=== banco_registradores ===
**banco_registradores: where the registers sit**

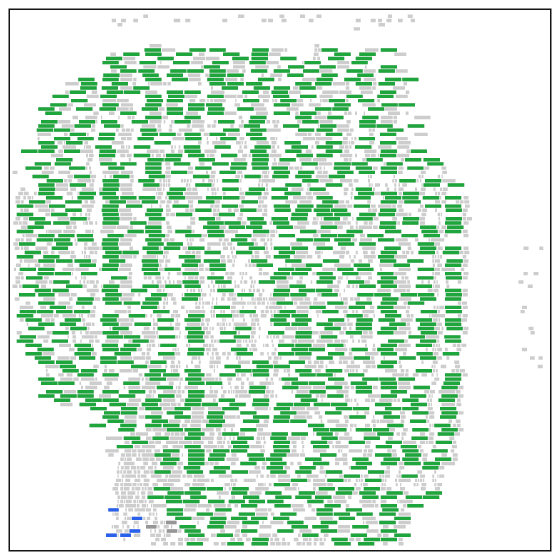
**banco_registradores: met3 routing**

Scale bar: 100 um.
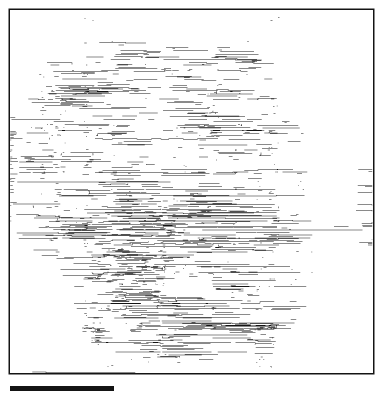
[src/rtl/banco_registradores_pkg.sv]
// Shared definitions for the MIPS integer register file: data/address widths,
// the clear-sequencer state encoding and the hard-wired zero register index.
package banco_registradores_pkg;

    localparam int LARGURA  = 32;   // data width in bits
    localparam int NUM_REGS = 32;   // architectural registers (power of two)
    localparam int END_W    = 5;    // log2(NUM_REGS)

    // Clear-sequencer states, kept as plain constants for older tools.
    localparam logic [0:0] LIMPANDO = 1'b0;
    localparam logic [0:0] PRONTO   = 1'b1;

    // Register 0 is hard-wired to zero in the MIPS ISA.
    localparam logic [END_W-1:0] REG_ZERO = '0;

    typedef logic [LARGURA-1:0] palavra_t;
    typedef logic [END_W-1:0]   endereco_t;

endpackage

[src/rtl/banco_registradores_sequenciador_limpeza.sv]
// Post-reset clear sequencer: walks every register index once, one per
// cycle, so the RAM-style array (which has no bulk clear) starts at zero,
// then raises pronto and stays there until the next reset.
module sequenciador_limpeza
    import banco_registradores_pkg::*;
(
    input  logic             clock,
    input  logic             reset,
    output logic             limpa_en,
    output logic [END_W-1:0] limpa_idx,
    output logic             pronto
);

    logic [0:0]       estado;
    logic [END_W-1:0] contador;

    // State, index counter and ready flag; reset restarts the sweep at index 0.
    always_ff @(posedge clock) begin
        // NOTE: sequential state uses non-blocking assignments so every flop
        // samples pre-edge values regardless of statement order.
        if (reset) begin
            estado   <= LIMPANDO;
            contador <= '0;
            pronto   <= 1'b0;
        end else if (estado == LIMPANDO) begin
            contador <= contador + END_W'(1);
            if (contador == END_W'(NUM_REGS - 1)) begin
                estado <= PRONTO;
                pronto <= 1'b1;
            end
        end
    end

    // Clear request to the array; suppressed on reset edges so contents stay put.
    always_comb begin
        limpa_en  = (estado == LIMPANDO) && !reset;
        limpa_idx = contador;
    end

endmodule

[src/rtl/banco_registradores.sv]
// MIPS integer register file: NUM_REGS x LARGURA, two combinational read
// ports, one synchronous write port. Contents are zeroed by an internal
// sequencer after reset; reads return zero until that finishes, and writes
// attempted before then are dropped and latched into EscritaPerdida.
// Optional build macro: BANCO_BYPASS_EN forwards same-cycle write data to
// the read ports (write-back in the first half-cycle).
module banco_registradores
    import banco_registradores_pkg::*;
(
    input  logic               clock,
    input  logic               reset,
    input  logic               EscreveRegFlag,
    input  logic [END_W-1:0]   EscreveReg,
    input  logic [LARGURA-1:0] DadoEscrita,
    input  logic [END_W-1:0]   LeReg1,
    input  logic [END_W-1:0]   LeReg2,
    output logic [LARGURA-1:0] Dado1,
    output logic [LARGURA-1:0] Dado2,
    output logic               Pronto,
    output logic               EscritaPerdida
);

    logic [LARGURA-1:0] regs [NUM_REGS];
    logic               limpa_en;
    logic [END_W-1:0]   limpa_idx;
    logic               escrita_valida;

    sequenciador_limpeza u_seq (
        .clock     (clock),
        .reset     (reset),
        .limpa_en  (limpa_en),
        .limpa_idx (limpa_idx),
        .pronto    (Pronto)
    );

    assign escrita_valida = Pronto && EscreveRegFlag && (EscreveReg != REG_ZERO);

    // Array update: sequencer clear has priority, architectural writes only when ready.
    always_ff @(posedge clock) begin
        // NOTE: the array has no reset term on purpose; it maps onto RAM and is
        // zeroed one entry per cycle by the sequencer instead.
        if (!reset) begin
            if (limpa_en) begin
                regs[limpa_idx] <= '0;
            end else if (escrita_valida) begin
                regs[EscreveReg] <= DadoEscrita;
            end
        end
    end

    // Sticky dropped-write flag; writes aimed at r0 never count as dropped.
    always_ff @(posedge clock) begin
        if (reset) begin
            EscritaPerdida <= 1'b0;
        end else if (!Pronto && EscreveRegFlag && (EscreveReg != REG_ZERO)) begin
            EscritaPerdida <= 1'b1;
        end
    end

    // Read ports: zero while clearing or for r0, optional forward, else array.
    always_comb begin
        // NOTE: both outputs get a default first so no path leaves them
        // unassigned and infers a latch.
        Dado1 = '0;
        Dado2 = '0;
        if (Pronto) begin
            if (LeReg1 != REG_ZERO) begin
                Dado1 = regs[LeReg1];
`ifdef BANCO_BYPASS_EN
                if (escrita_valida && (EscreveReg == LeReg1)) begin
                    Dado1 = DadoEscrita;
                end
`endif
            end
            if (LeReg2 != REG_ZERO) begin
                Dado2 = regs[LeReg2];
`ifdef BANCO_BYPASS_EN
                if (escrita_valida && (EscreveReg == LeReg2)) begin
                    Dado2 = DadoEscrita;
                end
`endif
            end
        end
    end

endmodule

[config.mk]
export PLATFORM = sky130hd
export DESIGN_NAME = banco_registradores
export DESIGN_NICKNAME = d
export VERILOG_FILES = /design/src/rtl/banco_registradores_pkg.sv /design/src/rtl/banco_registradores_sequenciador_limpeza.sv /design/src/rtl/banco_registradores.sv
export SDC_FILE = /design/constraint.sdc
export NUM_CORES = 1
export LEC_CHECK = 0
export ABC_AREA = 0
export CORE_MARGIN = 1
export CORE_UTILIZATION = 40
export DETAILED_ROUTE_END_ITERATION = 7
export GPL_TIMING_DRIVEN = 0
export PLACE_DENSITY = 0.65
export SYNTH_ARGS = -nofsm -noshare
export SYNTH_HDL_FRONTEND = slang
export SYNTH_SLANG_ARGS = --single-unit
[constraint.sdc]
create_clock -name clock -period 5.3 [get_ports clock]
set_clock_uncertainty 0.15 [all_clocks]
set_input_delay 0.795 -clock clock [delete_from_list [all_inputs] [get_ports clock]]
set_output_delay 0.795 -clock clock [all_outputs]
set_load 0.05 [all_outputs]
==> Changelog: implementation <==
### Metrics

- Run status: finished, violations left
- Failing checks: negative setup slack
- Final worst slack: -0.04872 ns
- Tool warning count: 28
- Final Non-Filler Cells: approximately 4800
- Critical path type: in2out
- Largest stage delay on the critical path: 0.86 ns
- DP HPWL: ~110000 um
- Comb/total area: roughly 29%
- Synth area leader: edfxtp_1
- Clock buffer cells: 135
- GRT overflow: 0
- P_clk: 7.50 mW
- Sequential Power Share: between 50 and 60%
- Max_cap viols: 0
- Flop area: between 30000 and 40000 um^2
- DIE AREA: 121200 um^2
- AO/OA Area Share: approximately 5.4%
- Top pwr grp: sequential cells
- Met2 Use GR: 40.62%
- Hold Crit Start: EscritaPerdida
- Placed cell areas: approximately 52000 um^2
- Comb pwr share: approximately 5.6%
- Max-Slew Margin vs Limit: about 2.0%
- Well tap count: approximately 1600
- Achievable frequency: ~190 MHz
- Crit path DAT: ~4.4 ns
- Reg2reg path depth: 6
- CP max FO: 10
- Multi-In Gates: around 1500
- Setup crit start kind: input port
- Vias per cell: between 6 and 7
- Vias in the first global route: approximately 30000
- Async SR Flop Fraction: 0%
- Root buffer cell: clkbuf_16
- Setup TNS: -0.2019 ns
- Worst r2r src: u_seq.pronto
- Sw Pwr: ~3.8 mW
- Top logic family: multiplexers
- Overall die height: about 350 um
- Post-Route WL: approximately 160000 um
- Met3 usage: under 10%
- Busiest layer in global routing: met2
- Pre-CTS WS: -0.3921 ns
- EDFF count, synth: about 1000
- Most used cell, CP: clkdlybuf4s50_1
- Flip-flops: between 1000 and 1500
- Final Cell Area: 55730 um^2
- Top-area cell share: about 64%
- Non-clock buffers: 409
- Delay-heaviest family, CP: buffers and inverters
- Worst-path clk slew: approximately 0.060 ns
- RSZ-0062 raised after global routing: true
- Core ar.: approximately 120000 um^2
- Vias: just over 30000
- Final setup viols: 9
- Largest net degree at the start of global routing: 33
- Sequential share of the synthesized area: between 60 and 70%
- Synthesis-to-layout area growth: 16.31%
- Post-CTS setup buffer count: 0
- Hold Worst Slack: 0.3459 ns
- Biggest register: regs
About 'where the registers sit' of banco_registradores:
- blue: u_seq.limpa_idx (flops 5; where south-west)
- green: regs (flops 1024; where all over the die)
Finished Core Util: 47.07%
flop share of the area: 55.47%
Seq. pwr: 8.90 mW

About 'met3 routing' of banco_registradores:
- longest straight run: 153 um
- wire length on this layer: 17400 um
- main direction: horizontal
- share of all routed wire: 11%
- nets with wire on the layer: 579


=== bram_report_tx ===
**bram_report_tx: gate families picked out**

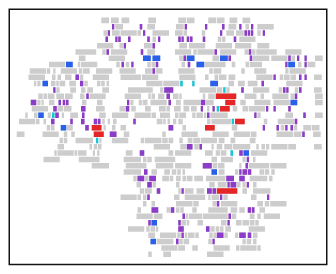
**bram_report_tx: M2 wires**

Cells faint in the background.
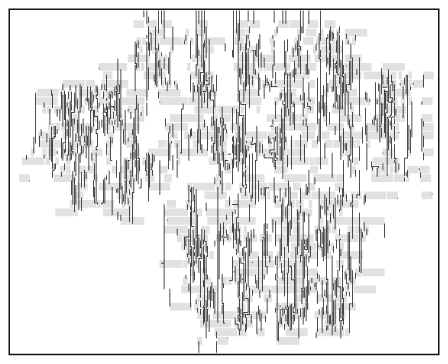
`src/rtl/bram_report_tx.sv`:
```
// bram_report_tx: paces BRAM test runs and reports each run's error count as an 8N1 UART frame.
// Optional feature macro REPORT_CHECKSUM_EN appends an XOR checksum byte to every frame.
module bram_report_tx #(
    parameter int BAUD_DIV  = 434,
    parameter int START_GAP = 50000
) (
    input  logic        REPORT_sys_clk,
    input  logic        REPORT_rst,
    input  logic        BRAM_end,
    input  logic [31:0] BRAM_error,
    output logic        BRAM_start,
    output logic        send_end,
    output logic        uart_tx,
    output logic        report_busy
);

    typedef enum logic [2:0] {
        GAP,
        REQ,
        LOAD,
        SEND,
        DONE
    } state_t;

`ifdef REPORT_CHECKSUM_EN
    localparam logic [2:0] LAST_BYTE = 3'd5;
`else
    localparam logic [2:0] LAST_BYTE = 3'd4;
`endif
    localparam logic [23:0] GAP_LAST  = 24'(START_GAP - 1);
    localparam logic [15:0] BAUD_LAST = 16'(BAUD_DIV - 1);

    state_t      state;
    logic [23:0] gap_cnt;
    logic [15:0] baud_cnt;
    logic [3:0]  bit_idx;
    logic [2:0]  byte_idx;
    logic [31:0] frame;
    logic        bram_end_q;
    logic [7:0]  cur_byte;
`ifdef REPORT_CHECKSUM_EN
    logic [7:0]  checksum;
`endif

    // Byte currently on the wire: sync header, error count MSB first, then the optional checksum.
    always_comb begin
        cur_byte = 8'hA5;
        case (byte_idx)
            3'd1:    cur_byte = frame[31:24];
            3'd2:    cur_byte = frame[23:16];
            3'd3:    cur_byte = frame[15:8];
            3'd4:    cur_byte = frame[7:0];
`ifdef REPORT_CHECKSUM_EN
            3'd5:    cur_byte = checksum;
`endif
            default: cur_byte = 8'hA5;
        endcase
    end

    always_ff @(posedge REPORT_sys_clk) begin
        if (REPORT_rst) begin
            state       <= GAP;
            gap_cnt     <= '0;
            baud_cnt    <= '0;
            bit_idx     <= '0;
            byte_idx    <= '0;
            frame       <= '0;
            bram_end_q  <= 1'b0;
            BRAM_start  <= 1'b0;
            send_end    <= 1'b0;
            uart_tx     <= 1'b1;
            report_busy <= 1'b0;
`ifdef REPORT_CHECKSUM_EN
            checksum    <= '0;
`endif
        end else begin
            // Sampled every cycle so a level already high on entry to REQ never looks like an edge.
            bram_end_q <= BRAM_end;
            case (state)
                GAP: begin
                    if (gap_cnt == GAP_LAST) begin
                        gap_cnt     <= '0;
                        BRAM_start  <= 1'b1;
                        report_busy <= 1'b1;
                        state       <= REQ;
                    end else begin
                        gap_cnt <= gap_cnt + 24'd1;
                    end
                end
                REQ: begin
                    if (BRAM_end && !bram_end_q) begin
                        frame      <= BRAM_error;
                        BRAM_start <= 1'b0;
                        state      <= LOAD;
                    end
                end
                LOAD: begin
`ifdef REPORT_CHECKSUM_EN
                    checksum <= frame[31:24] ^ frame[23:16] ^ frame[15:8] ^ frame[7:0];
`endif
                    baud_cnt <= '0;
                    bit_idx  <= '0;
                    byte_idx <= '0;
                    uart_tx  <= 1'b0;
                    state    <= SEND;
                end
                SEND: begin
                    // bit_idx 0 is the start bit, 1..8 the data bits, 9 the stop bit.
                    if (baud_cnt == BAUD_LAST) begin
                        baud_cnt <= '0;
                        if (bit_idx == 4'd9) begin
                            if (byte_idx == LAST_BYTE) begin
                                uart_tx  <= 1'b1;
                                send_end <= 1'b1;
                                state    <= DONE;
                            end else begin
                                byte_idx <= byte_idx + 3'd1;
                                bit_idx  <= '0;
                                uart_tx  <= 1'b0;
                            end
                        end else begin
                            bit_idx <= bit_idx + 4'd1;
                            uart_tx <= (bit_idx == 4'd8) ? 1'b1 : cur_byte[bit_idx[2:0]];
                        end
                    end else begin
                        baud_cnt <= baud_cnt + 16'd1;
                    end
                end
                DONE: begin
                    send_end    <= 1'b0;
                    report_busy <= 1'b0;
                    gap_cnt     <= '0;
                    state       <= GAP;
                end
                default: state <= GAP;
            endcase
        end
    end

endmodule

```
`config.mk`:
```
export PLATFORM = sky130hd
export DESIGN_NAME = bram_report_tx
export DESIGN_NICKNAME = d
export VERILOG_FILES = /design/src/rtl/bram_report_tx.sv
export SDC_FILE = /design/constraint.sdc
export NUM_CORES = 1
export LEC_CHECK = 0
export CAP_MARGIN = 20
export CORE_ASPECT_RATIO = 0.8
export CORE_UTILIZATION = 30
export CTS_CLUSTER_SIZE = 25
export DETAILED_ROUTE_END_ITERATION = 10
export GPL_TIMING_DRIVEN = 1
export PLACE_DENSITY = 0.55
export SETUP_SLACK_MARGIN = 0.1
export SLEW_MARGIN = 5
export SYNTH_ARGS = -nofsm -noshare
export SYNTH_HDL_FRONTEND = slang
export SYNTH_SLANG_ARGS = --single-unit
```
`constraint.sdc`:
```
create_clock -name REPORT_sys_clk -period 2.14 [get_ports REPORT_sys_clk]
set_clock_uncertainty 0.05 [all_clocks]
set_input_delay 0.428 -clock REPORT_sys_clk [delete_from_list [all_inputs] [get_ports REPORT_sys_clk]]
set_output_delay 0.428 -clock REPORT_sys_clk [all_outputs]
set_load 0.01 [all_outputs]
```
==> Changelog: implementation <==
### Metrics

- Run status: finished, final reports clean
- Type of destination of the critical path: register
- Largest register FFs: 32
- Post-CTS resize count: 13
- Slew Viols, Final: 0
- Async SR Flop Fraction: 0%
- Clock buffer cells: 9
- Hold endpoint: frame[8]
- Starting DRC count in detailed routing: 258
- Yosys cell count: 553
- Net Sw Frac: around a fifth
- Share of layout cells above drive strength 1: between 10% and 20%
- Tot GR Track Use: around 16%
- Well tap count: 180
- RSZ-0062 raised after global routing: true
- Final setup viols: 0
- Yosys synthesis chip area: ~4300 um^2
- IO Port Bufs: 38
- Comb group: between 0.1 and 0.15 mW
- PwrDens: 633.1 nW/um^2
- Required @ worst endpoint: about 2.3 ns
- Top logic family: simple AND/OR/NAND/NOR gates
- Finished Core Util: slightly below 40%
- First-pass GRT wire length: ~19000 um
- Final Cell Area: between 5000 and 6000 um^2
- Worst skew pair latency: roughly 0.35 ns
- Worst Setup EP: uart_tx
- Cell with the most instances after synthesis: nand2_1
- Initial Util: a little under a third
- Overall Power: around 3.5 mW
Notes on 'gate families picked out' of bram_report_tx above:
- purple: nand cells (cells 139; most used nand2_1; where all over the die)
- red: fa/ha/maj cells (cells 8; most used ha_1)
- cyan: inv cells (cells 8; most used inv_1)
- blue: non-inverting ao/oa cells (cells 16; most used a221o_1)

Notes on 'M2 wires' of bram_report_tx above:
- main direction: vertical
- nets with wire on the layer: 515
- share of all routed wire: 43%



==> layout pictures side by side <==
Track usage over the die.
panel A
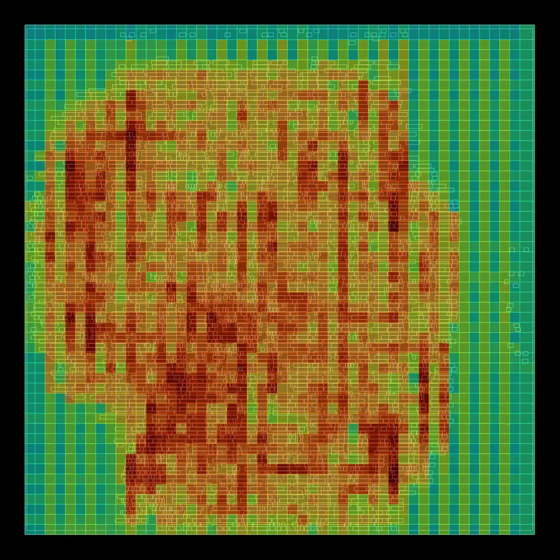
panel B
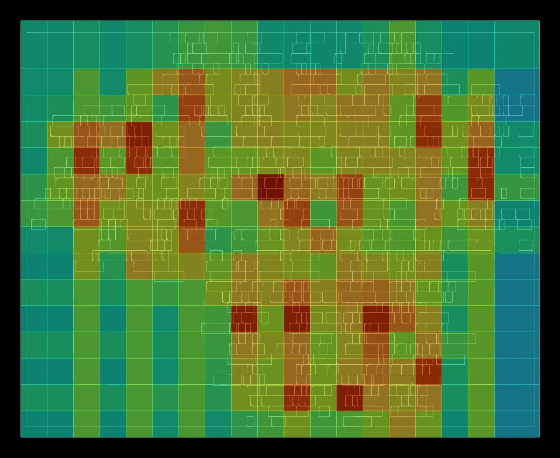
Of these, highest utilization: panel A
Panel B is bram_report_tx.
Panel A is banco_registradores.

Power is estimated from default activity; no workload was simulated.
